=== design 1 ===
### Logic cells by family, design 1

Drawn at 3 px/um.
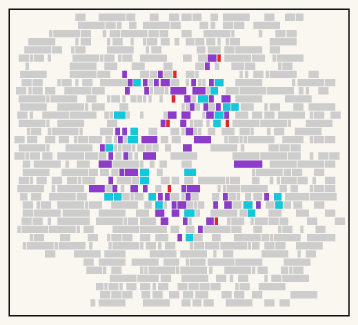

### config.mk
export PLATFORM = sky130hd
export DESIGN_NAME = seq_hist3
export DESIGN_NICKNAME = d
export VERILOG_FILES = /design/src/rtl/seq_hist3.sv
export SDC_FILE = /design/constraint.sdc
export NUM_CORES = 1
export LEC_CHECK = 0
export CAP_MARGIN = 20
export CORE_ASPECT_RATIO = 0.9
export CORE_UTILIZATION = 50
export CTS_CLUSTER_SIZE = 16
export DETAILED_ROUTE_END_ITERATION = 6
export PLACE_DENSITY = 0.73
export SYNTH_ARGS = -nofsm -noshare
export SYNTH_HDL_FRONTEND = slang
export SYNTH_SLANG_ARGS = --single-unit
### constraint.sdc
create_clock -name clk -period 4.1 [get_ports clk]
set_input_delay 1.025 -clock clk [delete_from_list [all_inputs] [get_ports clk]]
set_output_delay 1.025 -clock clk [all_outputs]
set_load 0.02 [all_outputs]
### src/rtl/seq_hist3.sv
// Three-entry sample history (h0 oldest, h2 newest) with the h0+h1 predictor.
module seq_hist3 #(
  parameter int unsigned DATA_W = 32
) (
  input  logic              clk,
  input  logic              reset,
  input  logic              i_clear,
  input  logic              i_shift,
  input  logic [DATA_W-1:0] i_data,
  output logic [DATA_W-1:0] o_sum
);

  logic [DATA_W-1:0] r_h0;
  logic [DATA_W-1:0] r_h1;
  logic [DATA_W-1:0] r_h2;

  // Shift each accepted sample in; a clear wipes the whole window.
  always_ff @(posedge clk or negedge reset) begin
    if (!reset) begin
      r_h0 <= '0;
      r_h1 <= '0;
      r_h2 <= '0;
    end else if (i_clear) begin
      r_h0 <= '0;
      r_h1 <= '0;
      r_h2 <= '0;
    end else if (i_shift) begin
      r_h0 <= r_h1;
      r_h1 <= r_h2;
      r_h2 <= i_data;
    end
  end

  // Prediction for the next sample; wraps mod 2^DATA_W.
  assign o_sum = r_h0 + r_h1;

endmodule

=== design 2 ===
[config.mk]
export PLATFORM = sky130hd
export DESIGN_NAME = multi_cycle_control
export DESIGN_NICKNAME = d
export VERILOG_FILES = /design/src/rtl/multi_cycle_control.sv
export SDC_FILE = /design/constraint.sdc
export NUM_CORES = 1
export LEC_CHECK = 0
export ABC_AREA = 1
export CAP_MARGIN = 20
export CELL_PAD_IN_SITES_DETAIL_PLACEMENT = 1
export CELL_PAD_IN_SITES_GLOBAL_PLACEMENT = 2
export CORE_ASPECT_RATIO = 1.5
export CORE_MARGIN = 4
export CORE_UTILIZATION = 23
export CTS_CLUSTER_DIAMETER = 80
export DETAILED_ROUTE_END_ITERATION = 10
export PLACE_DENSITY_LB_ADDON = 0.1
export SYNTH_ARGS = -nofsm -noshare
export SYNTH_HDL_FRONTEND = slang
export SYNTH_SLANG_ARGS = --single-unit
export TNS_END_PERCENT = 1
[constraint.sdc]
create_clock -name clk -period 1.95 [get_ports clk]
set_clock_uncertainty 0.05 [all_clocks]
set_input_delay 0.39 -clock clk [delete_from_list [all_inputs] [get_ports clk]]
set_output_delay 0.39 -clock clk [all_outputs]
set_load 0.05 [all_outputs]
[src/rtl/multi_cycle_control.sv]
// Moore control FSM for the multi-cycle CPU; outputs decode from state same-cycle (pc_en also uses zero).
// No backpressure: advances one state every clk; illegal_op and instr_count are registered.
module multi_cycle_control #(
    parameter logic [5:0] OP_RTYPE = 6'h00,
    parameter logic [5:0] OP_LW    = 6'h23,
    parameter logic [5:0] OP_SW    = 6'h2b,
    parameter logic [5:0] OP_BEQ   = 6'h04,
    parameter logic [5:0] OP_J     = 6'h02,
    parameter logic [5:0] OP_ADDI  = 6'h08,
    parameter logic [5:0] FUNCT_JR = 6'h0d,
    parameter int         CNT_W    = 16
) (
    input  logic             clk,
    input  logic             reset,
    input  logic [5:0]       opcode,
    input  logic [5:0]       funct,
    input  logic             zero,
    output logic             i_or_d,
    output logic             mem_write,
    output logic             ir_write,
    output logic             reg_dst,
    output logic             mem_to_reg,
    output logic             reg_write,
    output logic             alu_src_a,
    output logic [1:0]       alu_src_b,
    output logic [1:0]       alu_op,
    output logic [1:0]       pc_source,
    output logic             pc_en,
    output logic [3:0]       state,
    output logic             illegal_op,
    output logic [CNT_W-1:0] instr_count
);
    typedef enum logic [3:0] {
        S_IDLE      = 4'd0,
        S_FETCH     = 4'd1,
        S_DECODE    = 4'd2,
        S_MEM_ADDR  = 4'd3,
        S_MEM_READ  = 4'd4,
        S_MEM_WB    = 4'd5,
        S_MEM_WRITE = 4'd6,
        S_R_EXEC    = 4'd7,
        S_R_WB      = 4'd8,
        S_BRANCH    = 4'd9,
        S_JUMP      = 4'd10,
        S_JR        = 4'd11,
        S_ADDI_EXEC = 4'd12,
        S_ADDI_WB   = 4'd13
    } state_t;

    state_t cur, nxt;
    logic   pc_write, pc_write_cond, illegal_dec, retire;

    always_ff @(posedge clk) begin
        if (reset) begin
            cur         <= S_IDLE;
            illegal_op  <= 1'b0;
            instr_count <= '0;
        end else begin
            cur        <= nxt;
            illegal_op <= illegal_dec;
            if (retire)
                instr_count <= instr_count + CNT_W'(1);
        end
    end

    always_comb begin
        nxt           = S_FETCH;
        i_or_d        = 1'b0;
        mem_write     = 1'b0;
        ir_write      = 1'b0;
        reg_dst       = 1'b0;
        mem_to_reg    = 1'b0;
        reg_write     = 1'b0;
        alu_src_a     = 1'b0;
        alu_src_b     = 2'b00;
        alu_op        = 2'b00;
        pc_source     = 2'b00;
        pc_write      = 1'b0;
        pc_write_cond = 1'b0;
        illegal_dec   = 1'b0;
        retire        = 1'b0;
        case (cur)
            S_IDLE: nxt = S_FETCH;
            S_FETCH: begin
                ir_write  = 1'b1;
                alu_src_b = 2'b01;
                pc_write  = 1'b1;
                nxt       = S_DECODE;
            end
            S_DECODE: begin
                alu_src_b = 2'b11;
                case (opcode)
                    OP_LW, OP_SW: nxt = S_MEM_ADDR;
                    OP_RTYPE:     nxt = (funct == FUNCT_JR) ? S_JR : S_R_EXEC;
                    OP_BEQ:       nxt = S_BRANCH;
                    OP_J:         nxt = S_JUMP;
                    OP_ADDI:      nxt = S_ADDI_EXEC;
                    default: begin
                        nxt         = S_FETCH;
                        illegal_dec = 1'b1;
                    end
                endcase
            end
            S_MEM_ADDR: begin
                alu_src_a = 1'b1;
                alu_src_b = 2'b10;
                nxt       = (opcode == OP_SW) ? S_MEM_WRITE : S_MEM_READ;
            end
            S_MEM_READ: begin
                i_or_d = 1'b1;
                nxt    = S_MEM_WB;
            end
            S_MEM_WB: begin
                reg_write  = 1'b1;
                mem_to_reg = 1'b1;
                retire     = 1'b1;
            end
            S_MEM_WRITE: begin
                i_or_d    = 1'b1;
                mem_write = 1'b1;
                retire    = 1'b1;
            end
            S_R_EXEC: begin
                alu_src_a = 1'b1;
                alu_op    = 2'b10;
                nxt       = S_R_WB;
            end
            S_R_WB: begin
                reg_write = 1'b1;
                reg_dst   = 1'b1;
                retire    = 1'b1;
            end
            S_BRANCH: begin
                alu_src_a     = 1'b1;
                alu_op        = 2'b01;
                pc_write_cond = 1'b1;
                pc_source     = 2'b01;
                retire        = 1'b1;
            end
            S_JUMP: begin
                pc_write  = 1'b1;
                pc_source = 2'b10;
                retire    = 1'b1;
            end
            S_JR: begin
                pc_write  = 1'b1;
                pc_source = 2'b11;
                retire    = 1'b1;
            end
            S_ADDI_EXEC: begin
                alu_src_a = 1'b1;
                alu_src_b = 2'b10;
                nxt       = S_ADDI_WB;
            end
            S_ADDI_WB: begin
                reg_write = 1'b1;
                retire    = 1'b1;
            end
            // Codes 14/15 are unreachable; recover to FETCH with every control low.
            default: nxt = S_FETCH;
        endcase
    end

    assign pc_en = pc_write | (pc_write_cond & zero);
    assign state = cur;
endmodule

=== design 3 ===
[config.mk]
export PLATFORM = sky130hd
export DESIGN_NAME = wts_channel_register_flat
export DESIGN_NICKNAME = d
export VERILOG_FILES = /design/src/rtl/wts_channel_register_pkg.sv /design/src/rtl/wts_channel_register_if.sv /design/src/rtl/wts_channel_register.sv /design/src/flat_wrapper.sv
export SDC_FILE = /design/constraint.sdc
export NUM_CORES = 1
export LEC_CHECK = 0
export ABC_AREA = 1
export CORE_UTILIZATION = 50
export DETAILED_ROUTE_END_ITERATION = 7
export PLACE_DENSITY = 0.88
export SKIP_LAST_GASP = 1
export SYNTH_ARGS = -nofsm -noshare
export SYNTH_HDL_FRONTEND = slang
export SYNTH_SLANG_ARGS = --single-unit
[constraint.sdc]
create_clock -name clk -period 1.7 [get_ports clk]
set_input_delay 0.34 -clock clk [delete_from_list [all_inputs] [get_ports clk]]
set_output_delay 0.34 -clock clk [all_outputs]
set_load 0.05 [all_outputs]
[src/rtl/wts_channel_register_pkg.sv]
// Shared definitions for the wave-table sound channel register bank:
// register offsets, staging pair identifiers and control-byte bit positions.
package wts_reg_pkg;

  localparam logic [3:0] WTS_OFS_FREQ_L = 4'h0;
  localparam logic [3:0] WTS_OFS_FREQ_H = 4'h1;
  localparam logic [3:0] WTS_OFS_CTRL   = 4'h2;
  localparam logic [3:0] WTS_OFS_WAVE   = 4'h3;
  localparam logic [3:0] WTS_OFS_AR_L   = 4'h4;
  localparam logic [3:0] WTS_OFS_AR_H   = 4'h5;
  localparam logic [3:0] WTS_OFS_DR_L   = 4'h6;
  localparam logic [3:0] WTS_OFS_DR_H   = 4'h7;
  localparam logic [3:0] WTS_OFS_SR_L   = 4'h8;
  localparam logic [3:0] WTS_OFS_SR_H   = 4'h9;
  localparam logic [3:0] WTS_OFS_RR_L   = 4'hA;
  localparam logic [3:0] WTS_OFS_RR_H   = 4'hB;
  localparam logic [3:0] WTS_OFS_SL     = 4'hC;

  typedef enum logic [2:0] {
    PAIR_FREQ = 3'd0,
    PAIR_AR   = 3'd1,
    PAIR_DR   = 3'd2,
    PAIR_SR   = 3'd3,
    PAIR_RR   = 3'd4
  } wts_pair_e;

  // Bit layout of the control byte at offset 0x2 (bit 5 is unused)
  localparam int WTS_CTRL_VOL_LSB   = 0;
  localparam int WTS_CTRL_VOL_MSB   = 3;
  localparam int WTS_CTRL_NOISE_BIT = 4;
  localparam int WTS_CTRL_EN_LSB    = 6;
  localparam int WTS_CTRL_EN_MSB    = 7;

  // High byte always lands; the low half takes the staged byte only when the
  // staging slot was armed for this very pair.
  function automatic logic [15:0] wts_commit(input logic [15:0] cur,
                                             input logic [7:0]  hi,
                                             input logic [7:0]  stg,
                                             input logic        hit);
    return {hi, (hit ? stg : cur[7:0])};
  endfunction

endpackage

[src/rtl/wts_channel_register_if.sv]
// Byte-wide CPU bus between the bus interface (master) and one channel
// register bank (slave).
interface wts_channel_register_if;

  logic       bus_ioreq;
  logic       bus_write;
  logic [7:0] bus_address;
  logic [7:0] bus_wdata;
  logic [7:0] bus_rdata;
  logic       bus_rdata_en;

  modport master (
    output bus_ioreq, bus_write, bus_address, bus_wdata,
    input  bus_rdata, bus_rdata_en
  );

  modport slave (
    input  bus_ioreq, bus_write, bus_address, bus_wdata,
    output bus_rdata, bus_rdata_en
  );

endinterface

[src/rtl/wts_channel_register.sv]
// CPU-side register bank for one wave-table sound channel. Wide fields are
// double-buffered through a shared staging byte so the mixer never sees a torn value.
module wts_channel_register
  import wts_reg_pkg::*;
#(
  parameter int CHANNEL_ID = 0
) (
  input  logic                    clk,
  input  logic                    nreset,
  input  logic                    sw_clear,
  wts_channel_register_if.slave   bus,
  output logic [3:0]              reg_volume,
  output logic [1:0]              reg_enable,
  output logic                    reg_noise_enable,
  output logic [15:0]             reg_ar,
  output logic [15:0]             reg_dr,
  output logic [15:0]             reg_sr,
  output logic [15:0]             reg_rr,
  output logic [7:0]              reg_sl,
  output logic [1:0]              reg_wave_length,
  output logic [11:0]             reg_frequency_count
);

  logic       selected;
  logic       wr_sel;
  logic       rd_sel;
  logic [3:0] offset;
  logic [7:0] wdata;
  logic [7:0] read_value;

  logic       [7:0] staging;
  logic             pending;
  wts_pair_e        stage_pair;

  assign selected = bus.bus_ioreq && (bus.bus_address[7:4] == 4'(CHANNEL_ID));
  assign wr_sel   = selected && bus.bus_write;
  assign rd_sel   = selected && !bus.bus_write;
  assign offset   = bus.bus_address[3:0];
  assign wdata    = bus.bus_wdata;

  // Write decode and commit; sw_clear wins over a same-cycle write
  always_ff @(posedge clk or negedge nreset) begin
    if (!nreset) begin
      reg_volume          <= '0;
      reg_enable          <= '0;
      reg_noise_enable    <= 1'b0;
      reg_ar              <= '0;
      reg_dr              <= '0;
      reg_sr              <= '0;
      reg_rr              <= '0;
      reg_sl              <= '0;
      reg_wave_length     <= '0;
      reg_frequency_count <= '0;
      staging             <= '0;
      pending             <= 1'b0;
      stage_pair          <= PAIR_FREQ;
    end else if (sw_clear) begin
      reg_volume          <= '0;
      reg_enable          <= '0;
      reg_noise_enable    <= 1'b0;
      reg_ar              <= '0;
      reg_dr              <= '0;
      reg_sr              <= '0;
      reg_rr              <= '0;
      reg_sl              <= '0;
      reg_wave_length     <= '0;
      reg_frequency_count <= '0;
      staging             <= '0;
      pending             <= 1'b0;
      stage_pair          <= PAIR_FREQ;
    end else if (wr_sel) begin
      case (offset)
        WTS_OFS_FREQ_L: begin
          staging    <= wdata;
          pending    <= 1'b1;
          stage_pair <= PAIR_FREQ;
        end
        WTS_OFS_FREQ_H: begin
          reg_frequency_count <= {wdata[3:0],
                                  ((pending && stage_pair == PAIR_FREQ) ? staging
                                                                        : reg_frequency_count[7:0])};
          pending <= 1'b0;
        end
        WTS_OFS_CTRL: begin
          reg_volume       <= wdata[WTS_CTRL_VOL_MSB:WTS_CTRL_VOL_LSB];
          reg_noise_enable <= wdata[WTS_CTRL_NOISE_BIT];
          reg_enable       <= wdata[WTS_CTRL_EN_MSB:WTS_CTRL_EN_LSB];
        end
        WTS_OFS_WAVE: reg_wave_length <= wdata[1:0];
        WTS_OFS_AR_L: begin
          staging    <= wdata;
          pending    <= 1'b1;
          stage_pair <= PAIR_AR;
        end
        WTS_OFS_AR_H: begin
          reg_ar  <= wts_commit(reg_ar, wdata, staging, pending && stage_pair == PAIR_AR);
          pending <= 1'b0;
        end
        WTS_OFS_DR_L: begin
          staging    <= wdata;
          pending    <= 1'b1;
          stage_pair <= PAIR_DR;
        end
        WTS_OFS_DR_H: begin
          reg_dr  <= wts_commit(reg_dr, wdata, staging, pending && stage_pair == PAIR_DR);
          pending <= 1'b0;
        end
        WTS_OFS_SR_L: begin
          staging    <= wdata;
          pending    <= 1'b1;
          stage_pair <= PAIR_SR;
        end
        WTS_OFS_SR_H: begin
          reg_sr  <= wts_commit(reg_sr, wdata, staging, pending && stage_pair == PAIR_SR);
          pending <= 1'b0;
        end
        WTS_OFS_RR_L: begin
          staging    <= wdata;
          pending    <= 1'b1;
          stage_pair <= PAIR_RR;
        end
        WTS_OFS_RR_H: begin
          reg_rr  <= wts_commit(reg_rr, wdata, staging, pending && stage_pair == PAIR_RR);
          pending <= 1'b0;
        end
        WTS_OFS_SL: reg_sl <= wdata;
        default: ;
      endcase
    end
  end

  // Readback shows committed values only, never the staging byte
  always_comb begin
    read_value = 8'h00;
    case (offset)
      WTS_OFS_FREQ_L: read_value = reg_frequency_count[7:0];
      WTS_OFS_FREQ_H: read_value = {4'h0, reg_frequency_count[11:8]};
      WTS_OFS_CTRL:   read_value = {reg_enable, 1'b0, reg_noise_enable, reg_volume};
      WTS_OFS_WAVE:   read_value = {6'h00, reg_wave_length};
      WTS_OFS_AR_L:   read_value = reg_ar[7:0];
      WTS_OFS_AR_H:   read_value = reg_ar[15:8];
      WTS_OFS_DR_L:   read_value = reg_dr[7:0];
      WTS_OFS_DR_H:   read_value = reg_dr[15:8];
      WTS_OFS_SR_L:   read_value = reg_sr[7:0];
      WTS_OFS_SR_H:   read_value = reg_sr[15:8];
      WTS_OFS_RR_L:   read_value = reg_rr[7:0];
      WTS_OFS_RR_H:   read_value = reg_rr[15:8];
      WTS_OFS_SL:     read_value = reg_sl;
      default:        read_value = 8'h00;
    endcase
  end

  // Read data is sampled from pre-edge state, so a read alongside sw_clear
  // still returns the old value
  always_ff @(posedge clk or negedge nreset) begin
    if (!nreset) begin
      bus.bus_rdata    <= 8'h00;
      bus.bus_rdata_en <= 1'b0;
    end else begin
      bus.bus_rdata_en <= rd_sel;
      if (rd_sel) begin
        bus.bus_rdata <= read_value;
      end
    end
  end

endmodule
[src/flat_wrapper.sv]
// flat-port wrapper written by rule: the top's interface ports become plain ports
module wts_channel_register_flat import wts_reg_pkg::*;
#(
  parameter int CHANNEL_ID = 0
)
  (clk, nreset, sw_clear, reg_volume, reg_enable, reg_noise_enable, reg_ar, reg_dr, reg_sr, reg_rr, reg_sl, reg_wave_length, reg_frequency_count, bus_bus_ioreq, bus_bus_write, bus_bus_address, bus_bus_wdata, bus_bus_rdata, bus_bus_rdata_en);
  wts_channel_register_if bus_i ();
  input  logic clk;
  input  logic nreset;
  input  logic sw_clear;
  output logic [3:0] reg_volume;
  output logic [1:0] reg_enable;
  output logic reg_noise_enable;
  output logic [15:0] reg_ar;
  output logic [15:0] reg_dr;
  output logic [15:0] reg_sr;
  output logic [15:0] reg_rr;
  output logic [7:0] reg_sl;
  output logic [1:0] reg_wave_length;
  output logic [11:0] reg_frequency_count;
  input wire logic [$bits(bus_i.bus_ioreq)-1:0] bus_bus_ioreq;
  input wire logic [$bits(bus_i.bus_write)-1:0] bus_bus_write;
  input wire logic [$bits(bus_i.bus_address)-1:0] bus_bus_address;
  input wire logic [$bits(bus_i.bus_wdata)-1:0] bus_bus_wdata;
  output wire logic [$bits(bus_i.bus_rdata)-1:0] bus_bus_rdata;
  output wire logic [$bits(bus_i.bus_rdata_en)-1:0] bus_bus_rdata_en;
  assign bus_i.bus_ioreq = bus_bus_ioreq;
  assign bus_i.bus_write = bus_bus_write;
  assign bus_i.bus_address = bus_bus_address;
  assign bus_i.bus_wdata = bus_bus_wdata;
  assign bus_bus_rdata = bus_i.bus_rdata;
  assign bus_bus_rdata_en = bus_i.bus_rdata_en;
  wts_channel_register #(.CHANNEL_ID(CHANNEL_ID)) u_core (.clk(clk), .nreset(nreset), .sw_clear(sw_clear), .bus(bus_i), .reg_volume(reg_volume), .reg_enable(reg_enable), .reg_noise_enable(reg_noise_enable), .reg_ar(reg_ar), .reg_dr(reg_dr), .reg_sr(reg_sr), .reg_rr(reg_rr), .reg_sl(reg_sl), .reg_wave_length(reg_wave_length), .reg_frequency_count(reg_frequency_count));
endmodule
### Clock wires, drivers and flops, design 2

Drawn at 4 px/um.
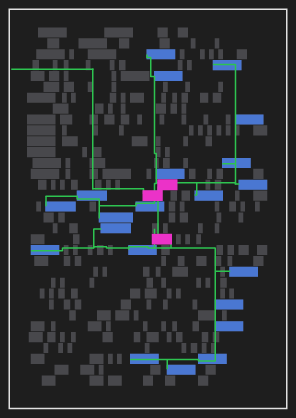
- blue: flip-flops (count 21)
- magenta: clock drivers (count 3)
- green: clock wires (length 335 um)
- routed clock nets: 4

### Signal metal coverage by tile, design 2

Drawn at 4 px/um. 14 x 20 tiles, from white (low) to dark blue (high), scaled to the fullest tile. Values are wire area over tile area, all layers added.
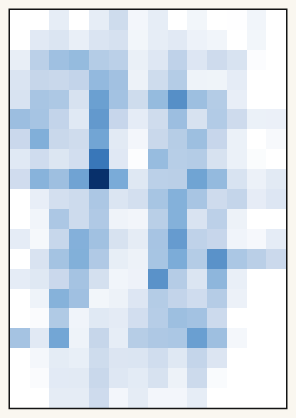
- nearly empty tiles: 18%
- tiles over half the peak: 4.6%
- mean over tiles: 0.093
- fullest tile: 0.48
gr usage total: 13.26%
post-DR wirelength/cell: 12.38 um

==> impl_metrics.env, design 2 <==
# implementation run metrics
export IMPL_status="complete, no violations"
export IMPL_ys_seq_share_pct=32.78
export IMPL_critPathTopFamily="flip-flops"
export IMPL_combPwrFrac_pct=30.0
export IMPL_start_kind="flip-flop"
export IMPL_cts_buffers=3
export IMPL_p_sw_mw=0.3493
export IMPL_num_multi_input_gates=153
export IMPL_pg_seq_mw=0.453
export IMPL_p_per_area_nw_per_um2=520.7
export IMPL_hold_class="reg2reg"
export IMPL_areaGrowthSynthToFinish_pct=58.93
export IMPL_synth_simple_area_share_pct=40.68
export IMPL_hold_viol_final=0
export IMPL_grt_antenna_before_repair=0
export IMPL_buffers=51
export IMPL_async_reset_ff_share_pct=0
export IMPL_logic_family="simple AND/OR/NAND/NOR gates"
export IMPL_crit_arrival_ns=1.44
export IMPL_clockBufferDepth=2
export IMPL_crit_type="reg2out"
export IMPL_drt_iter0_markers=26
export IMPL_nWellTaps=70
export IMPL_core_um2=5450
export IMPL_antennaDiodeCount=0
export IMPL_cp_end_kind="output port"
export IMPL_ys_flops=21
export IMPL_ys_area_um2=1282
export IMPL_crit_chain="inv_1 -> nand2_2 -> nor2_4 -> a31oi_1 -> nand2_2 -> buf_12"
export IMPL_die_y_um=99.46
export IMPL_clock_area_share_pct=2.271
export IMPL_seq_share_pct=20.99
export IMPL_place_ws_ns=0.2005
export IMPL_gp_congestion=0.7281
export IMPL_fillCellCount=730
export IMPL_die_w_um=68.97
export IMPL_r2r_end="instr_count[13]"
export IMPL_switching_share_pct=32.91
export IMPL_reg2reg_depth=8
export IMPL_drv_slew=0
export IMPL_crit_top_cell="nand2_2"
export IMPL_syn_area_per_cell_um2=6.078
export IMPL_clock_fmax_mhz=531.3
export IMPL_grt_pass1_vias=1572
export IMPL_drc=0
export IMPL_cts_clk_slew_worst_paths_ns=0.08
export IMPL_seq_power_share_pct=42.7
export IMPL_tns_ns=0
export IMPL_wl_mm=4.123
export IMPL_initCoreUtil_pct=23.53
export IMPL_postLayoutSetupSlackWorst_ns=0.06779
export IMPL_netlist_area_um2=1282
export IMPL_clock_sinks=21
export IMPL_cts_tree="built"
export IMPL_synth_top_area_share_pct=32.78
export IMPL_regToRegStartpoint="state[1]"
-- design 2: state kept, by name, indices dropped and copies added, names as in the netlist --
register	cells
instr_count	16
state	4
illegal_op	1
-- design 2: Yosys cell counts, drive strengths merged (2+ instances only) --
library cell / number
nor2: 52
nand2: 43
inv: 34
dfxtp: 21
nand3: 16
a21oi: 13
o21ai: 13
nand4: 5
clkbuf: 2
o22ai: 2
-- design 2: layer usage --
metal  vias to the layer above  global-route usage (%)  wire length [um]
met1                       694                   14.62              1566
met5                         -                       0                 0
met4                         0                   3.153                29
li1                        769                       -                 -
met2                        23                   25.00              2358
met3                         2                   2.373               169
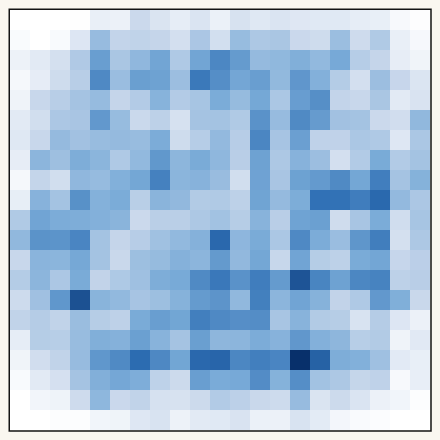
*Signal metal coverage by tile, design 3*
Drawn at 4 px/um. 21 x 21 tiles, from white (low) to dark blue (high), scaled to the fullest tile. Values are wire area over tile area, all layers added.
- tiles over half the peak: 22%
- mean over tiles: 0.29
- nearly empty tiles: 3.4%
- fullest tile: 0.81
vias: 5655
gr usage total: 36.37%
post-DR wirelength/cell: 18.83 um

==> impl_metrics.env, design 3 <==
# implementation run metrics
export IMPL_status="complete, no violations"
export IMPL_async_reset_ff_share_pct=100.0
export IMPL_dp_cells=981
export IMPL_skew_ns=0.003498
export IMPL_synthCells=675
export IMPL_reg2reg_depth=7
export IMPL_hold_viol_final=0
export IMPL_grt_overflow_total=0
export IMPL_die_area_um2=11030
export IMPL_postRouteAntennaNets=0
export IMPL_topRoutingLayerUsed="met4"
export IMPL_setup_viol=0
export IMPL_fin_crit_sh_pct=94.35
export IMPL_logic_family="simple AND/OR/NAND/NOR gates"
export IMPL_path_depth=8
export IMPL_die_w_um=105.0
export IMPL_wl_met1_mm=7.638
export IMPL_placementRows=37
export IMPL_xor_share_pct=0
export IMPL_wl_mm=19.10
[design 3: area by class of cell]
cell class / count / area, um^2 / share of cell area [%]
clock buffer: 18 / 427.9 / 5.583
clock inverter: 14 / 226.5 / 2.955
inverter: 52 / 195.2 / 2.547
multi-input combinational: 492 / 2193 / 28.62
sequential: 114 / 2853 / 37.22
tap: 136 / 170.2 / 2.220
timing repair buffer: 188 / 1599 / 20.86
[design 3: where the power goes]
group | internal (mW) | switching (mW) | total [mW]
combinational | 0.297 | 0.592 | 0.888
clock | 2.59 | 1.35 | 3.94
sequential | 2.80 | 0.0907 | 2.89
### Signal metal coverage by tile, design 1

Drawn at 3 px/um. 23 x 20 tiles, from white (low) to dark blue (high), scaled to the fullest tile. Values are wire area over tile area, all layers added.
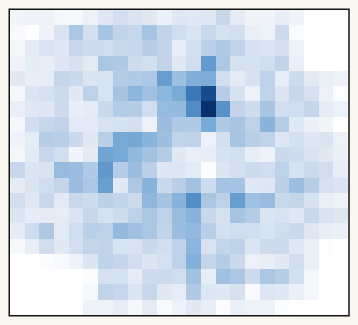
- fullest tile: 0.79
- mean over tiles: 0.16
- tiles over half the peak: 3.3%
- nearly empty tiles: 10%
final WL: 11.65 mm
vias: 4173

## Picture notes: 'Logic cells by family' of design 1
- purple: aoi and oai cells (cells 65)
- red: inv cells (cells 7)
- cyan: non-inverting ao/oa cells (cells 25; where center)

==> impl_metrics.env, design 1 <==
# implementation run metrics
export IMPL_regToRegStartpoint="r_h1[0]"
export IMPL_die_w_um=112.8
export IMPL_drc=0
export IMPL_cap_violations=0
export IMPL_pg_seq_mw=1.00
export IMPL_ys_flops=96
export IMPL_worst_ir_drop_vdd_mv=0.2591
export IMPL_cp_end_kind="output port"
export IMPL_seq_power_share_pct=47.9
export IMPL_die_y_um=101.7
export IMPL_htreeDepth=3
export IMPL_ioPinCount=68
export IMPL_areaGrowthSynthToFinish_pct=22.25
export IMPL_synth_yosys_warnings=0
export IMPL_holdPathStages=2
export IMPL_clockBufferDepth=2
export IMPL_cts_hold_buf=0
export IMPL_ff2ff_setup_slack_ns=3.24
export IMPL_nonClockInverterCount=7
export IMPL_gp_congestion=0.8639
export IMPL_crit_chain="ha_2 -> fa_2 -> a21o_1 -> a221oi_4 -> o211ai_2 -> a31o_2 -> nor2b_4 -> a311oi_2 -> xnor2_1 -> buf_4"
export IMPL_status="complete, no violations"
export IMPL_postLayoutSetupSlackWorst_ns=0.07381
export IMPL_fin_crit_sh_pct=98.20
export IMPL_crit_fanout=4
export IMPL_cts_tree="built"
export IMPL_top_power_group="sequential cells"
export IMPL_grt_pass1_vias=4079
export IMPL_critPathTopFamily="AND-OR/OR-AND gates"
export IMPL_aoi_share_pct=11.78
export IMPL_dp_cells=737
export IMPL_yosysTopAreaCell="dfrtp_1"
export IMPL_startpoint="r_h0[0]"
export IMPL_ff_type="dfrtp_1"
export IMPL_dr_pass1_iters=4
export IMPL_cts_buffers=9
export IMPL_hold_class="reg2reg"
export IMPL_portBuffers=67
export IMPL_p_sw_mw=0.5073
export IMPL_grt_max_degree=51
export IMPL_synthCells=546
export IMPL_rsz0062_at_grt="true"
-- design 1: per-layer routing --
metal | up-vias | global-route usage, % | routed length [um]
li1 | 2057 | - | -
met1 | 2006 | 28.59 | 5406
met2 | 79 | 34.47 | 5511
met3 | 31 | 4.668 | 357
met4 | 0 | 11.90 | 379
met5 | - | 0 | 0
-- design 1: what timing repair did --
item                       4_1_cts  5_1_grt
buffers inserted                 0        1
setup endpoints to repair       21       16
resized                         44       24
pin swaps                        3       10
-- design 1: registers in the layout, indices dropped and copies added, names as in the netlist --
register	flops
r_h0	32
r_h2	32
r_h1	32

=== design 4 ===
### Logic cells by family, design 4

Drawn at 4 px/um.
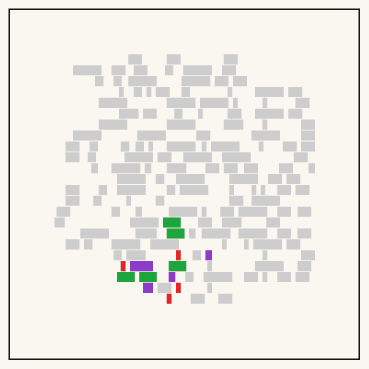

`config.mk`:
```
export PLATFORM = sky130hd
export DESIGN_NAME = sw_io_port
export DESIGN_NICKNAME = d
export VERILOG_FILES = /design/src/rtl/sw_io_pkg.sv /design/src/rtl/sw_sync_debounce.sv /design/src/rtl/sw_io_port.sv
export SDC_FILE = /design/constraint.sdc
export NUM_CORES = 1
export LEC_CHECK = 0
export CAP_MARGIN = 25
export CELL_PAD_IN_SITES_DETAIL_PLACEMENT = 1
export CELL_PAD_IN_SITES_GLOBAL_PLACEMENT = 2
export CORE_MARGIN = 10
export CORE_UTILIZATION = 28
export DETAILED_ROUTE_END_ITERATION = 10
export GPL_TIMING_DRIVEN = 0
export PLACE_DENSITY = 0.82
export SYNTH_ARGS = -nofsm -noshare
export SYNTH_HDL_FRONTEND = slang
export SYNTH_SLANG_ARGS = --single-unit
```
`constraint.sdc`:
```
create_clock -name clk -period 1.9 [get_ports clk]
set_clock_uncertainty 0.05 [all_clocks]
set_input_delay 0.285 -clock clk [delete_from_list [all_inputs] [get_ports clk]]
set_output_delay 0.285 -clock clk [all_outputs]
set_load 0.02 [all_outputs]
```
`src/rtl/sw_io_pkg.sv`:
```
// Shared types and defaults for the picoMIPS switch/LED operator port.
// The optional go debouncer is enabled by the SW_IO_DEBOUNCE_EN macro.
package sw_io_pkg;

    localparam int DATA_W_DEF = 8;

    typedef enum logic [1:0] {
        IDLE,
        CAPTURE,
        PENDING,
        RELEASE
    } state_t;

endpackage

```
`src/rtl/sw_sync_debounce.sv`:
```
// One-bit synchroniser with an optional debouncer on its output.
// Define SW_IO_DEBOUNCE_EN to enable the DEBOUNCE_CYCLES stability filter.
module sw_sync_debounce #(
    parameter int SYNC_STAGES     = 2,
    parameter int DEBOUNCE_CYCLES = 4
) (
    input  logic clk,
    input  logic reset,
    input  logic raw_i,
    output logic db_o
);

    logic [SYNC_STAGES-1:0] sync_q;
    logic                   sync_s;

    always_ff @(posedge clk) begin
        if (reset) begin
            sync_q <= '0;
        end else begin
            sync_q <= {sync_q[SYNC_STAGES-2:0], raw_i};
        end
    end

    assign sync_s = sync_q[SYNC_STAGES-1];

`ifdef SW_IO_DEBOUNCE_EN
    localparam int CNT_W = (DEBOUNCE_CYCLES > 1) ? $clog2(DEBOUNCE_CYCLES) : 1;
    localparam logic [CNT_W-1:0] CNT_LAST = CNT_W'(DEBOUNCE_CYCLES - 1);

    logic [CNT_W-1:0] cnt_q, cnt_d;
    logic             db_q, db_d;

    // The counter only runs while the synchronised input disagrees with the filtered value.
    always_comb begin
        cnt_d = '0;
        db_d  = db_q;
        if (sync_s != db_q) begin
            if (cnt_q == CNT_LAST) begin
                db_d = sync_s;
            end else begin
                cnt_d = cnt_q + 1'b1;
            end
        end
    end

    always_ff @(posedge clk) begin
        if (reset) begin
            cnt_q <= '0;
            db_q  <= 1'b0;
        end else begin
            cnt_q <= cnt_d;
            db_q  <= db_d;
        end
    end

    assign db_o = db_q;
`else
    // Without the filter, the last synchroniser flop is the go_db register itself.
    assign db_o = sync_s;
`endif

endmodule

```
`src/rtl/sw_io_port.sv`:
```
// CPU-side responder for the picoMIPS switch/LED operator interface.
// Build option: define SW_IO_DEBOUNCE_EN to debounce the go switch.
module sw_io_port
    import sw_io_pkg::*;
#(
    parameter int DATA_W          = DATA_W_DEF,
    parameter int SYNC_STAGES     = 2,
    parameter int DEBOUNCE_CYCLES = 4
) (
    input  logic              clk,
    input  logic              reset,
    input  logic [DATA_W-1:0] sw_data,
    input  logic              sw_go,
    output logic              data_valid,
    output logic [DATA_W-1:0] data_out,
    input  logic              cpu_ack,
    input  logic              led_we,
    input  logic [DATA_W-1:0] led_wdata,
    output logic [DATA_W-1:0] led
);

    logic [SYNC_STAGES-1:0][DATA_W-1:0] data_sync_q;
    logic [DATA_W-1:0]                  data_s;
    logic                               go_db;

    state_t            state_q, state_d;
    logic              data_valid_q, data_valid_d;
    logic [DATA_W-1:0] data_out_q, data_out_d;
    logic [DATA_W-1:0] led_q, led_d;

    always_ff @(posedge clk) begin
        if (reset) begin
            data_sync_q <= '0;
        end else begin
            data_sync_q <= {data_sync_q[SYNC_STAGES-2:0], sw_data};
        end
    end

    assign data_s = data_sync_q[SYNC_STAGES-1];

    sw_sync_debounce #(
        .SYNC_STAGES    (SYNC_STAGES),
        .DEBOUNCE_CYCLES(DEBOUNCE_CYCLES)
    ) u_go_sync (
        .clk  (clk),
        .reset(reset),
        .raw_i(sw_go),
        .db_o (go_db)
    );

    // RELEASE waits for go to drop so one long press yields exactly one byte.
    always_comb begin
        state_d      = state_q;
        data_valid_d = data_valid_q;
        data_out_d   = data_out_q;
        led_d        = led_we ? led_wdata : led_q;
        case (state_q)
            IDLE: begin
                if (go_db) state_d = CAPTURE;
            end
            CAPTURE: begin
                data_out_d   = data_s;
                data_valid_d = 1'b1;
                state_d      = PENDING;
            end
            PENDING: begin
                if (cpu_ack) begin
                    data_valid_d = 1'b0;
                    state_d      = RELEASE;
                end
            end
            RELEASE: begin
                if (!go_db) state_d = IDLE;
            end
            default: state_d = IDLE;
        endcase
    end

    always_ff @(posedge clk) begin
        if (reset) begin
            state_q      <= IDLE;
            data_valid_q <= 1'b0;
            data_out_q   <= '0;
            led_q        <= '0;
        end else begin
            state_q      <= state_d;
            data_valid_q <= data_valid_d;
            data_out_q   <= data_out_d;
            led_q        <= led_d;
        end
    end

    assign data_valid = data_valid_q;
    assign data_out   = data_out_q;
    assign led        = led_q;

endmodule

```
=== design 5 ===
## src/rtl/tdm_demux4_pkg.sv

```systemverilog
// Shared types and sizing for the four-slot TDM demultiplexer.
package tdm_demux4_pkg;

  typedef enum logic {
    HUNT   = 1'b0,
    LOCKED = 1'b1
  } state_t;

  localparam int SLOTS  = 4;
  localparam int SLOT_W = 2;
  localparam int ERR_W  = 8;

endpackage

```

## src/rtl/tdm_demux4.sv

```systemverilog
// Receive end of a 4-slot select-multiplexed link: locks to frame_sync,
// steers beats into channel registers and publishes whole frames atomically.
module tdm_demux4
  import tdm_demux4_pkg::*;
#(
  parameter int WIDTH = 1
) (
  input  logic                   clk,
  input  logic                   rst_n,
  input  logic [WIDTH-1:0]       din,
  input  logic                   din_valid,
  input  logic                   frame_sync,
  input  logic                   resync,
  output logic [SLOTS-1:0]       ch_valid,
  output logic [SLOTS*WIDTH-1:0] ch_data,
  output logic [SLOTS*WIDTH-1:0] frame_q,
  output logic                   frame_valid,
  output logic                   locked,
  output logic                   sync_err,
  output logic [ERR_W-1:0]       err_cnt
);

  state_t                   state_reg, state_next;
  logic [SLOT_W-1:0]        slot_reg, slot_next;
  logic [WIDTH-1:0]         ch_data_reg [SLOTS];
  logic [WIDTH-1:0]         ch_data_next [SLOTS];
  logic [SLOTS*WIDTH-1:0]   frame_reg, frame_next;
  logic [SLOTS-1:0]         ch_valid_reg, ch_valid_next;
  logic                     frame_valid_reg, frame_valid_next;
  logic                     sync_err_reg, sync_err_next;
  logic [ERR_W-1:0]         err_reg, err_next;

  always_ff @(posedge clk or negedge rst_n) begin
    if (!rst_n) begin
      state_reg       <= HUNT;
      slot_reg        <= '0;
      frame_reg       <= '0;
      ch_valid_reg    <= '0;
      frame_valid_reg <= 1'b0;
      sync_err_reg    <= 1'b0;
      err_reg         <= '0;
      for (int i = 0; i < SLOTS; i++) ch_data_reg[i] <= '0;
    end else begin
      state_reg       <= state_next;
      slot_reg        <= slot_next;
      frame_reg       <= frame_next;
      ch_valid_reg    <= ch_valid_next;
      frame_valid_reg <= frame_valid_next;
      sync_err_reg    <= sync_err_next;
      err_reg         <= err_next;
      for (int i = 0; i < SLOTS; i++) ch_data_reg[i] <= ch_data_next[i];
    end
  end

  always_comb begin
    state_next       = state_reg;
    slot_next        = slot_reg;
    frame_next       = frame_reg;
    ch_valid_next    = '0;
    frame_valid_next = 1'b0;
    sync_err_next    = 1'b0;
    err_next         = err_reg;
    for (int i = 0; i < SLOTS; i++) ch_data_next[i] = ch_data_reg[i];

    // resync takes priority over any beat presented in the same cycle
    if (resync) begin
      state_next = HUNT;
      slot_next  = '0;
    end else if (din_valid) begin
      case (state_reg)
        HUNT: begin
          if (frame_sync) begin
            state_next      = LOCKED;
            ch_data_next[0] = din;
            ch_valid_next   = 4'b0001;
            slot_next       = SLOT_W'(1);
          end
        end
        LOCKED: begin
          if (frame_sync && (slot_reg != '0)) begin
            // Misaligned marker: drop the partial frame and restart at slot 0
            sync_err_next   = 1'b1;
            if (err_reg != '1) err_next = err_reg + ERR_W'(1);
            ch_data_next[0] = din;
            ch_valid_next   = 4'b0001;
            slot_next       = SLOT_W'(1);
          end else begin
            ch_data_next[slot_reg] = din;
            ch_valid_next          = 4'b0001 << slot_reg;
            slot_next              = slot_reg + SLOT_W'(1);
            if (slot_reg == SLOT_W'(SLOTS - 1)) begin
              frame_next       = {din, ch_data_reg[2], ch_data_reg[1], ch_data_reg[0]};
              frame_valid_next = 1'b1;
            end
          end
        end
        default: begin
          state_next = HUNT;
          slot_next  = '0;
        end
      endcase
    end
  end

  generate
    for (genvar gi = 0; gi < SLOTS; gi++) begin : g_pack
      assign ch_data[gi*WIDTH +: WIDTH] = ch_data_reg[gi];
    end
  endgenerate

  assign ch_valid    = ch_valid_reg;
  assign frame_q     = frame_reg;
  assign frame_valid = frame_valid_reg;
  assign locked      = (state_reg == LOCKED);
  assign sync_err    = sync_err_reg;
  assign err_cnt     = err_reg;

endmodule

```

## config.mk

```make
export PLATFORM = sky130hd
export DESIGN_NAME = tdm_demux4
export DESIGN_NICKNAME = d
export VERILOG_FILES = /design/src/rtl/tdm_demux4_pkg.sv /design/src/rtl/tdm_demux4.sv
export SDC_FILE = /design/constraint.sdc
export NUM_CORES = 1
export LEC_CHECK = 0
export CORE_MARGIN = 10
export CORE_UTILIZATION = 36
export DETAILED_ROUTE_END_ITERATION = 6
export GPL_ROUTABILITY_DRIVEN = 0
export PLACE_DENSITY = 0.67
export REMOVE_ABC_BUFFERS = 1
export SLEW_MARGIN = 20
export SYNTH_ARGS = -nofsm -noshare
export SYNTH_HDL_FRONTEND = slang
export SYNTH_SLANG_ARGS = --single-unit
export TNS_END_PERCENT = 5
```

## constraint.sdc

```tcl
create_clock -name clk -period 2.15 [get_ports clk]
set_clock_uncertainty 0.1 [all_clocks]
set_input_delay 0.43 -clock clk [delete_from_list [all_inputs] [get_ports clk]]
set_output_delay 0.43 -clock clk [all_outputs]
set_load 0.03 [all_outputs]
```

=== design 6 ===
--- config.mk ---
export PLATFORM = sky130hd
export DESIGN_NAME = seg7_scan_decoder
export DESIGN_NICKNAME = d
export VERILOG_FILES = /design/src/rtl/seg7_scan_decoder.sv
export SDC_FILE = /design/constraint.sdc
export NUM_CORES = 1
export LEC_CHECK = 0
export CAP_MARGIN = 30
export CORE_MARGIN = 5
export CORE_UTILIZATION = 59
export DETAILED_ROUTE_END_ITERATION = 12
export MAX_ROUTING_LAYER = met4
export PLACE_DENSITY = 0.84
export SKIP_LAST_GASP = 1
export SLEW_MARGIN = 20
export SYNTH_ARGS = -nofsm -noshare
export SYNTH_HDL_FRONTEND = slang
export SYNTH_SLANG_ARGS = --single-unit
--- constraint.sdc ---
create_clock -name clk -period 5.3 [get_ports clk]
set_clock_uncertainty 0.2 [all_clocks]
set_input_delay 0.53 -clock clk [delete_from_list [all_inputs] [get_ports clk]]
set_output_delay 0.53 -clock clk [all_outputs]
set_load 0.01 [all_outputs]
--- src/rtl/seg7_scan_decoder.sv ---
// Snoops a scanned 7-segment bus, debounces each digit slot and decodes it back to hex.
// A complete set of slots is offered as one frame on a valid/ready output port.
module seg7_scan_decoder #(
    parameter int NDIG   = 4,
    parameter int STABLE = 3
) (
    input  logic                  clk,
    input  logic                  rst_n,
    input  logic [6:0]            seg_in,
    input  logic [NDIG-1:0]       dig_sel,
    output logic [4*NDIG-1:0]     hex_out,
    output logic [NDIG-1:0]       dig_err,
    output logic                  frame_valid,
    input  logic                  frame_ready,
    output logic                  overrun
);

    localparam int SW = 7 + NDIG;
    localparam int CW = $clog2(STABLE + 1);

    // Handshake: a frame transfers on every rising edge where frame_valid && frame_ready;
    // hex_out/dig_err stay frozen while frame_valid is high and not yet accepted.
    typedef enum logic {COLLECT = 1'b0, PRESENT = 1'b1} state_t;

    state_t               state, state_nx;
    logic [SW-1:0]        s_q;
    logic [CW-1:0]        stab_cnt;
    logic [NDIG-1:0]      seen, cap_seen;
    logic [4*NDIG-1:0]    work_hex, cap_hex;
    logic [NDIG-1:0]      work_err, cap_err;
    logic [6:0]           q_seg;
    logic [NDIG-1:0]      q_dig;
    logic                 capture, frame_done, load, drop;
    logic                 dec_hit;
    logic [3:0]           dec_nib;

    assign q_seg = s_q[SW-1:NDIG];
    assign q_dig = s_q[NDIG-1:0];

    // The counter saturates at STABLE, so a long stable run captures exactly once.
    assign capture = (stab_cnt == CW'(STABLE - 1)) && $onehot(q_dig);

    always_ff @(posedge clk or negedge rst_n) begin
        if (!rst_n) begin
            s_q      <= '0;
            stab_cnt <= '0;
        end else begin
            s_q <= {seg_in, dig_sel};
            if ({seg_in, dig_sel} == s_q) begin
                if (stab_cnt != CW'(STABLE))
                    stab_cnt <= stab_cnt + CW'(1);
            end else begin
                stab_cnt <= '0;
            end
        end
    end

    always_comb begin
        dec_hit = 1'b1;
        dec_nib = 4'h0;
        case (q_seg)
            7'h7E: dec_nib = 4'h0;
            7'h30: dec_nib = 4'h1;
            7'h6D: dec_nib = 4'h2;
            7'h79: dec_nib = 4'h3;
            7'h33: dec_nib = 4'h4;
            7'h5B: dec_nib = 4'h5;
            7'h5F: dec_nib = 4'h6;
            7'h70: dec_nib = 4'h7;
            7'h7F: dec_nib = 4'h8;
            7'h7B: dec_nib = 4'h9;
            7'h77: dec_nib = 4'hA;
            7'h1F: dec_nib = 4'hB;
            7'h4E: dec_nib = 4'hC;
            7'h3D: dec_nib = 4'hD;
            7'h4F: dec_nib = 4'hE;
            7'h47: dec_nib = 4'hF;
            default: dec_hit = 1'b0;
        endcase
    end

    // Working set as it will be after this edge, including a slot captured now.
    always_comb begin
        cap_hex  = work_hex;
        cap_err  = work_err;
        cap_seen = seen;
        if (capture) begin
            for (int i = 0; i < NDIG; i++) begin
                if (q_dig[i]) begin
                    cap_hex[4*i +: 4] = dec_nib;
                    cap_err[i]        = ~dec_hit;
                    cap_seen[i]       = 1'b1;
                end
            end
        end
    end

    assign frame_done = capture && (&cap_seen);

    always_comb begin
        state_nx = state;
        load     = 1'b0;
        drop     = 1'b0;
        case (state)
            COLLECT: begin
                if (frame_done) begin
                    load     = 1'b1;
                    state_nx = PRESENT;
                end
            end
            PRESENT: begin
                if (frame_done) begin
                    load = frame_ready;
                    drop = ~frame_ready;
                end else if (frame_ready) begin
                    state_nx = COLLECT;
                end
            end
            default: state_nx = COLLECT;
        endcase
    end

    always_ff @(posedge clk or negedge rst_n) begin
        if (!rst_n) begin
            state    <= COLLECT;
            seen     <= '0;
            work_hex <= '0;
            work_err <= '0;
            hex_out  <= '0;
            dig_err  <= '0;
            overrun  <= 1'b0;
        end else begin
            state    <= state_nx;
            work_hex <= cap_hex;
            work_err <= cap_err;
            seen     <= frame_done ? '0 : cap_seen;
            overrun  <= drop;
            if (load) begin
                hex_out <= cap_hex;
                dig_err <= cap_err;
            end
        end
    end

    assign frame_valid = (state == PRESENT);

endmodule
### Signal metal coverage by tile, design 4

Drawn at 4 px/um. 17 x 17 tiles, from white (low) to dark blue (high), scaled to the fullest tile. Values are wire area over tile area, all layers added.
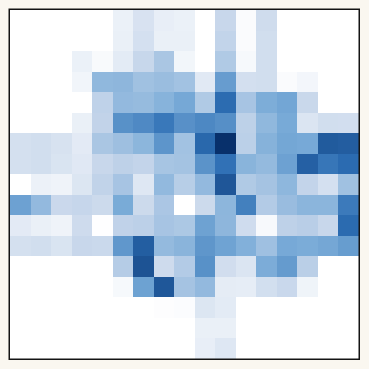
- tiles over half the peak: 14%
- fullest tile: 0.28
- emptiest ninth of the die: lower left
- mean over tiles: 0.062
- nearly empty tiles: 36%
final WL: 2.824 mm
post-DR wirelength/cell: 13.64 um
vias: 888

### Nets reached from selected ports, design 4

Drawn at 6 px/um.
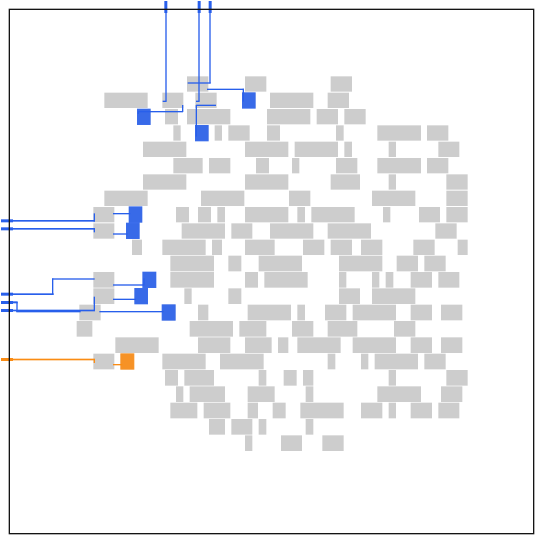
- blue: sw_data (bits 8; direction input; end cells 8; wire 170 um)
- orange: sw_go (bits 1; direction input; end cells 1; wire 15.5 um)

## Picture notes: 'Logic cells by family' of design 4
- purple: aoi and oai cells (cells 4; where bottom center)
- red: inv cells (cells 4; where bottom center)
- green: fa/ha/maj cells (cells 5; where bottom center)
Post-Layout Cell Count: 207
logic share of the area: 26.98%
most frequent logic cell in the layout: dfxtp_1

==> impl_metrics.env, design 4 <==
# implementation run metrics
export IMPL_status="complete, no violations"
export IMPL_antennaDiodeCount=0
export IMPL_place_hpwl_mm=2.155
export IMPL_ys_cells=112
export IMPL_use_met2_pct=12.46
export IMPL_cp_end_kind="output port"
export IMPL_p_int_mw=1.318
export IMPL_logic_area_um2=474.2
export IMPL_synth_yosys_warnings=0
export IMPL_clockBufferDepth=2
export IMPL_p_per_area_nw_per_um2=1032
export IMPL_num_multi_input_gates=65
export IMPL_syn_area_per_cell_um2=11.27
export IMPL_start_kind="flip-flop"
export IMPL_postLayoutSetupSlackWorst_ns=0.3136
export IMPL_wl_met1_mm=1.221
export IMPL_synthCells=112
export IMPL_htreeDepth=2
export IMPL_die_area_um2=7594
export IMPL_top_power_group="sequential cells"
export IMPL_grt_pass1_wl_mm=4.788
export IMPL_reg2reg_depth=5
export IMPL_final_area_um2=1758
export IMPL_ff_type="dfxtp_1"
export IMPL_grt_pass1_vias=964
export IMPL_rsz0062_at_grt="false"
export IMPL_ys_sh_adder_pct=4.955
export IMPL_synth_distinct_cells=15
export IMPL_dr_pass1_iters=2
export IMPL_grt_usage_pct=8.112
export IMPL_cts_buffers=5
export IMPL_power_mw=1.814
export IMPL_critPathTopFamily="buffers and inverters"
export IMPL_use_met3_pct=4.494
export IMPL_critPathRequiredTime_ns=1.56
[design 4: registers in the layout, summed over array words and instances, names as in the netlist]
name / cells
led: 8
u_go_sync.sync_q: 2
data_valid: 1
data_sync_q: 8
state_q: 2
data_s: 8
data_out: 8
[design 4: cell usage in the layout, fill, tap and decap left out, drive strengths merged]
cell            n
dfxtp          37
clkdlybuf4s50  35
nor2b          20
nor2           17
mux2i          16
clkbuf          8
buf             6
ha              5
inv             4
nand2           1
a21oi           1
mux2            1
o211ai          1
o41ai           1
o21ai           1
o311a           1
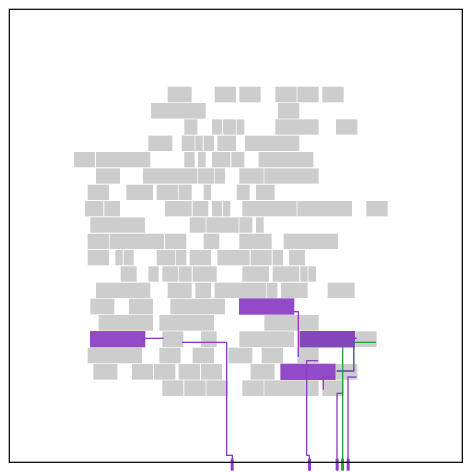
*Nets reached from selected ports, design 5*
Drawn at 6 px/um.
- purple: ch_valid (bits 4; direction output; end cells 4; wire 97.6 um)
- green: frame_valid (bits 1; direction output; end cells 1; wire 33.0 um)

==> impl_metrics.env, design 5 <==
# implementation run metrics
export IMPL_critPathRequiredTime_ns=1.62
export IMPL_grt_pass1_vias=827
export IMPL_worst_ir_drop_vdd_mv=0.3363
export IMPL_reg2reg_depth=5
export IMPL_cts_setup_buffers=0
export IMPL_synth_distinct_cells=32
export IMPL_num_multi_input_gates=56
export IMPL_layout_top_cells="clkdlybuf4s50_1 (28), dfrtp_1 (23), mux2_2 (11), ha_1 (5), buf_4 (4)"
export IMPL_hold_class="in2async"
export IMPL_hold_viol_final=0
export IMPL_synth_yosys_warnings=0
export IMPL_insertion_delay_ns=0.30
export IMPL_yosysMostFrequentCell="dfrtp_1"
export IMPL_synth_edff_count=0
export IMPL_postLayoutSetupSlackWorst_ns=0.1008
export IMPL_netlist_area_um2=1100
export IMPL_ys_cells=85
export IMPL_post_dp_cell_area_um2=1449
export IMPL_leakagePower_nw=0.6410
export IMPL_dp_cells=146
export IMPL_drt_iter0_markers=29
export IMPL_ff2ff_setup_slack_ns=0.14
export IMPL_ys_sh_adder_pct=5.688
export IMPL_cts_buffers=3
export IMPL_crit_fanout=8
export IMPL_die_y_um=75.27
export IMPL_clock_fmax_mhz=488.0
export IMPL_r2r_end="ch_data[3]"
export IMPL_worst_path_max_delay_cell="clkdlybuf4s50_1"
export IMPL_comb_area_share_pct=33.42
export IMPL_ff_type="dfrtp_1"
export IMPL_grt_usage_pct=9.145
export IMPL_fillCellCount=247
export IMPL_layout_drive_gt1_share_pct=21.85
export IMPL_relSlewSlack_pct=73.18
export IMPL_p_sw_mw=0.2207
export IMPL_fin_crit_sh_pct=95.31
export IMPL_clock_area_share_pct=1.781
export IMPL_wl_per_cell_um=15.87
export IMPL_core_um2=2829
export IMPL_cts_tree="built"
export IMPL_seq_power_share_pct=58.0
export IMPL_slowest_delay_ns=0.72
export IMPL_logic_family="simple AND/OR/NAND/NOR gates"
export IMPL_status="complete, no violations"
export IMPL_cts_root_buf="clkbuf_4"
export IMPL_switching_share_pct=27.20
export IMPL_htreeDepth=1
export IMPL_portBuffers=28
export IMPL_warning_count=28
export IMPL_die_area_um2=5666
export IMPL_grt_met1_usage_pct=11.07
export IMPL_regToRegStartpoint="slot_reg[0]"
export IMPL_seq_share_pct=39.02
export IMPL_setup_viol=0
export IMPL_clock_power_mw=0.191
export IMPL_synth_top_area_share_pct=52.33
export IMPL_antennaDiodeCount=0
-- design 5: worst max path at each step --
stage | cells past startpoint | slack (ns) | start | end
finish | 1 | 0.10 | err_cnt[2] | err_cnt[2]
global route | 1 | 0.02 | err_cnt[2] | err_cnt[2]
CTS | 1 | 0.07 | err_cnt[2] | err_cnt[2]
detailed placement | 4 | -0.05 | frame_sync | ch_data[3]
global placement | 4 | 0.008 | frame_sync | ch_data[3]
floorplan | 5 | 0.34 | slot_reg[0] | ch_data[3]
-- design 5: layer usage --
metal,part of all wire (%),up-vias
met5,0,-
met3,3.3,2
met1,44,399
met4,1.4,0
li1,-,386
met2,52,13
### Logic cells by family, design 6

Drawn at 4 px/um.
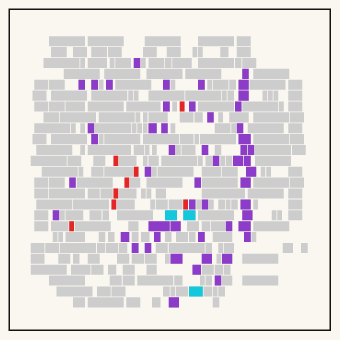
- red: inv cells (cells 8)
- cyan: non-inverting ao/oa cells (cells 3)
- purple: aoi and oai cells (cells 52)

==> impl_metrics.env, design 6 <==
# implementation run metrics
export IMPL_buffer_area_share_pct=10.53
export IMPL_setup_viol=0
export IMPL_clock_area_share_pct=6.151
export IMPL_fillCellCount=340
export IMPL_relSlewSlack_pct=38.82
export IMPL_leakagePower_nw=1.553
export IMPL_postLayoutSetupSlackWorst_ns=1.388
export IMPL_yosysTopAreaCell="dfrtp_1"
export IMPL_grt_max_degree=60
export IMPL_rsz0062_at_grt="false"
export IMPL_layout_top_cell="dfrtp_1"
export IMPL_drt_iter0_markers=285
export IMPL_wl_mm=5.685
export IMPL_cts_hold_buf=0
export IMPL_cts_buffers=9
export IMPL_final_cells=380
export IMPL_aoi_share_pct=11.81
export IMPL_hold_class="in2async"
export IMPL_final_area_um2=3397
export IMPL_ys_cells=278
export IMPL_drc=0
export IMPL_seq_area_um2=1476
export IMPL_ys_sh_adder_pct=2.432
export IMPL_logic_area_um2=1240
export IMPL_cts_clk_slew_worst_paths_ns=0.06
export IMPL_synthCells=278
export IMPL_die_area_um2=6382
export IMPL_nWellTaps=67
export IMPL_grt_pass1_wl_mm=10.03
export IMPL_nonClockInverterCount=8
export IMPL_grt_usage_pct=20.67
export IMPL_netlist_area_um2=2882
export IMPL_area_dominant_class="registers"
export IMPL_dp_cells=363
export IMPL_async_reset_ff_share_pct=100.0
export IMPL_ys_flops=59
export IMPL_p_per_area_nw_per_um2=280.5
export IMPL_htreeDepth=3
export IMPL_core_um2=4723
export IMPL_syn_area_per_cell_um2=10.37
export IMPL_crit_fanout=19
export IMPL_ff_type="dfrtp_1"
export IMPL_synth_distinct_cells=48
export IMPL_cp_buffers_inverters=2
export IMPL_wl_met2_mm=2.753
export IMPL_die_y_um=79.89
export IMPL_comb_area_share_pct=36.50
export IMPL_topRoutingLayerUsed="met4"
export IMPL_clkbuf_count=11
export IMPL_ys_seq_share_pct=51.24
export IMPL_cts_tree="built"
export IMPL_cts_resized=0
export IMPL_cp_end_kind="flip-flop"
export IMPL_period_needed_ns=3.912
export IMPL_wl_met3_um=307
export IMPL_status="complete, no violations"
export IMPL_seq_share_pct=43.46
export IMPL_vias_per_cell=5.679
## design 6: where the power goes
group	switching, mW	internal (mW)
logic	0.0278	0.0241
registers	0.0149	0.455
clock network	0.168	0.263
## design 6: final timing paths
path,endpoint,slack [ns]
worst min register to register,work_err[1],0.28
max in group asynchronous,work_hex[6],4.28
worst min-delay path,hex_out[13],0.13
worst max-delay path,hex_out[11],1.39
min in group clk,work_err[1],0.28
worst max register to register,hex_out[11],1.39
## design 6: metal layers
metal / vias up / track usage, %
li1: 1037 / -
met1: 1055 / 27.74
met2: 61 / 30.88
met3: 5 / 5.418
met4: 0 / 6.588
met5: - / -

==> gallery <==
Routing congestion.
image #1
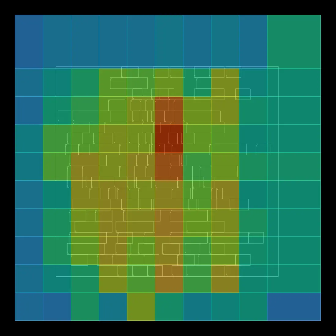
image #2
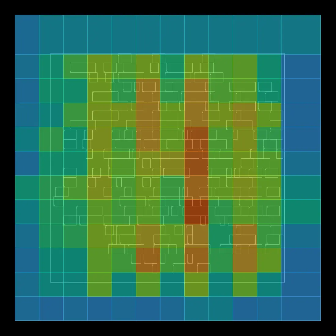
image #3
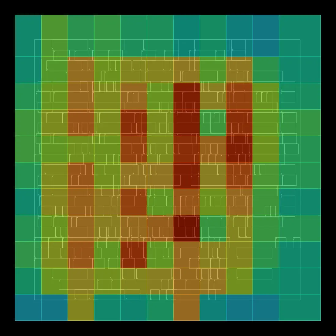
Image #1 is design 5.
Image #3 is design 6.
Image #2 is design 4.



==> layout pictures side by side <==
Logic cells by family.
Drawn at 4 px/um.
Plate I
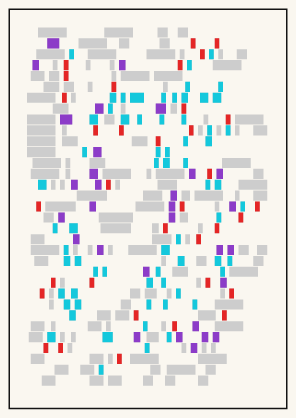
Plate II
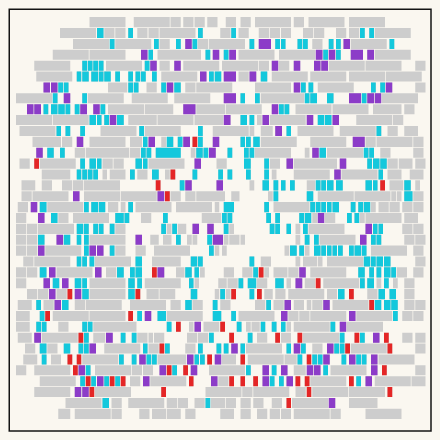
Plate III
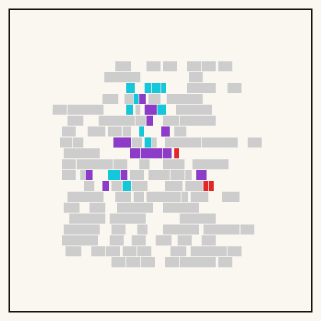
design 5: Plate III
design 2: Plate I
design 3: Plate II

Power and IR drop assume default switching activity.
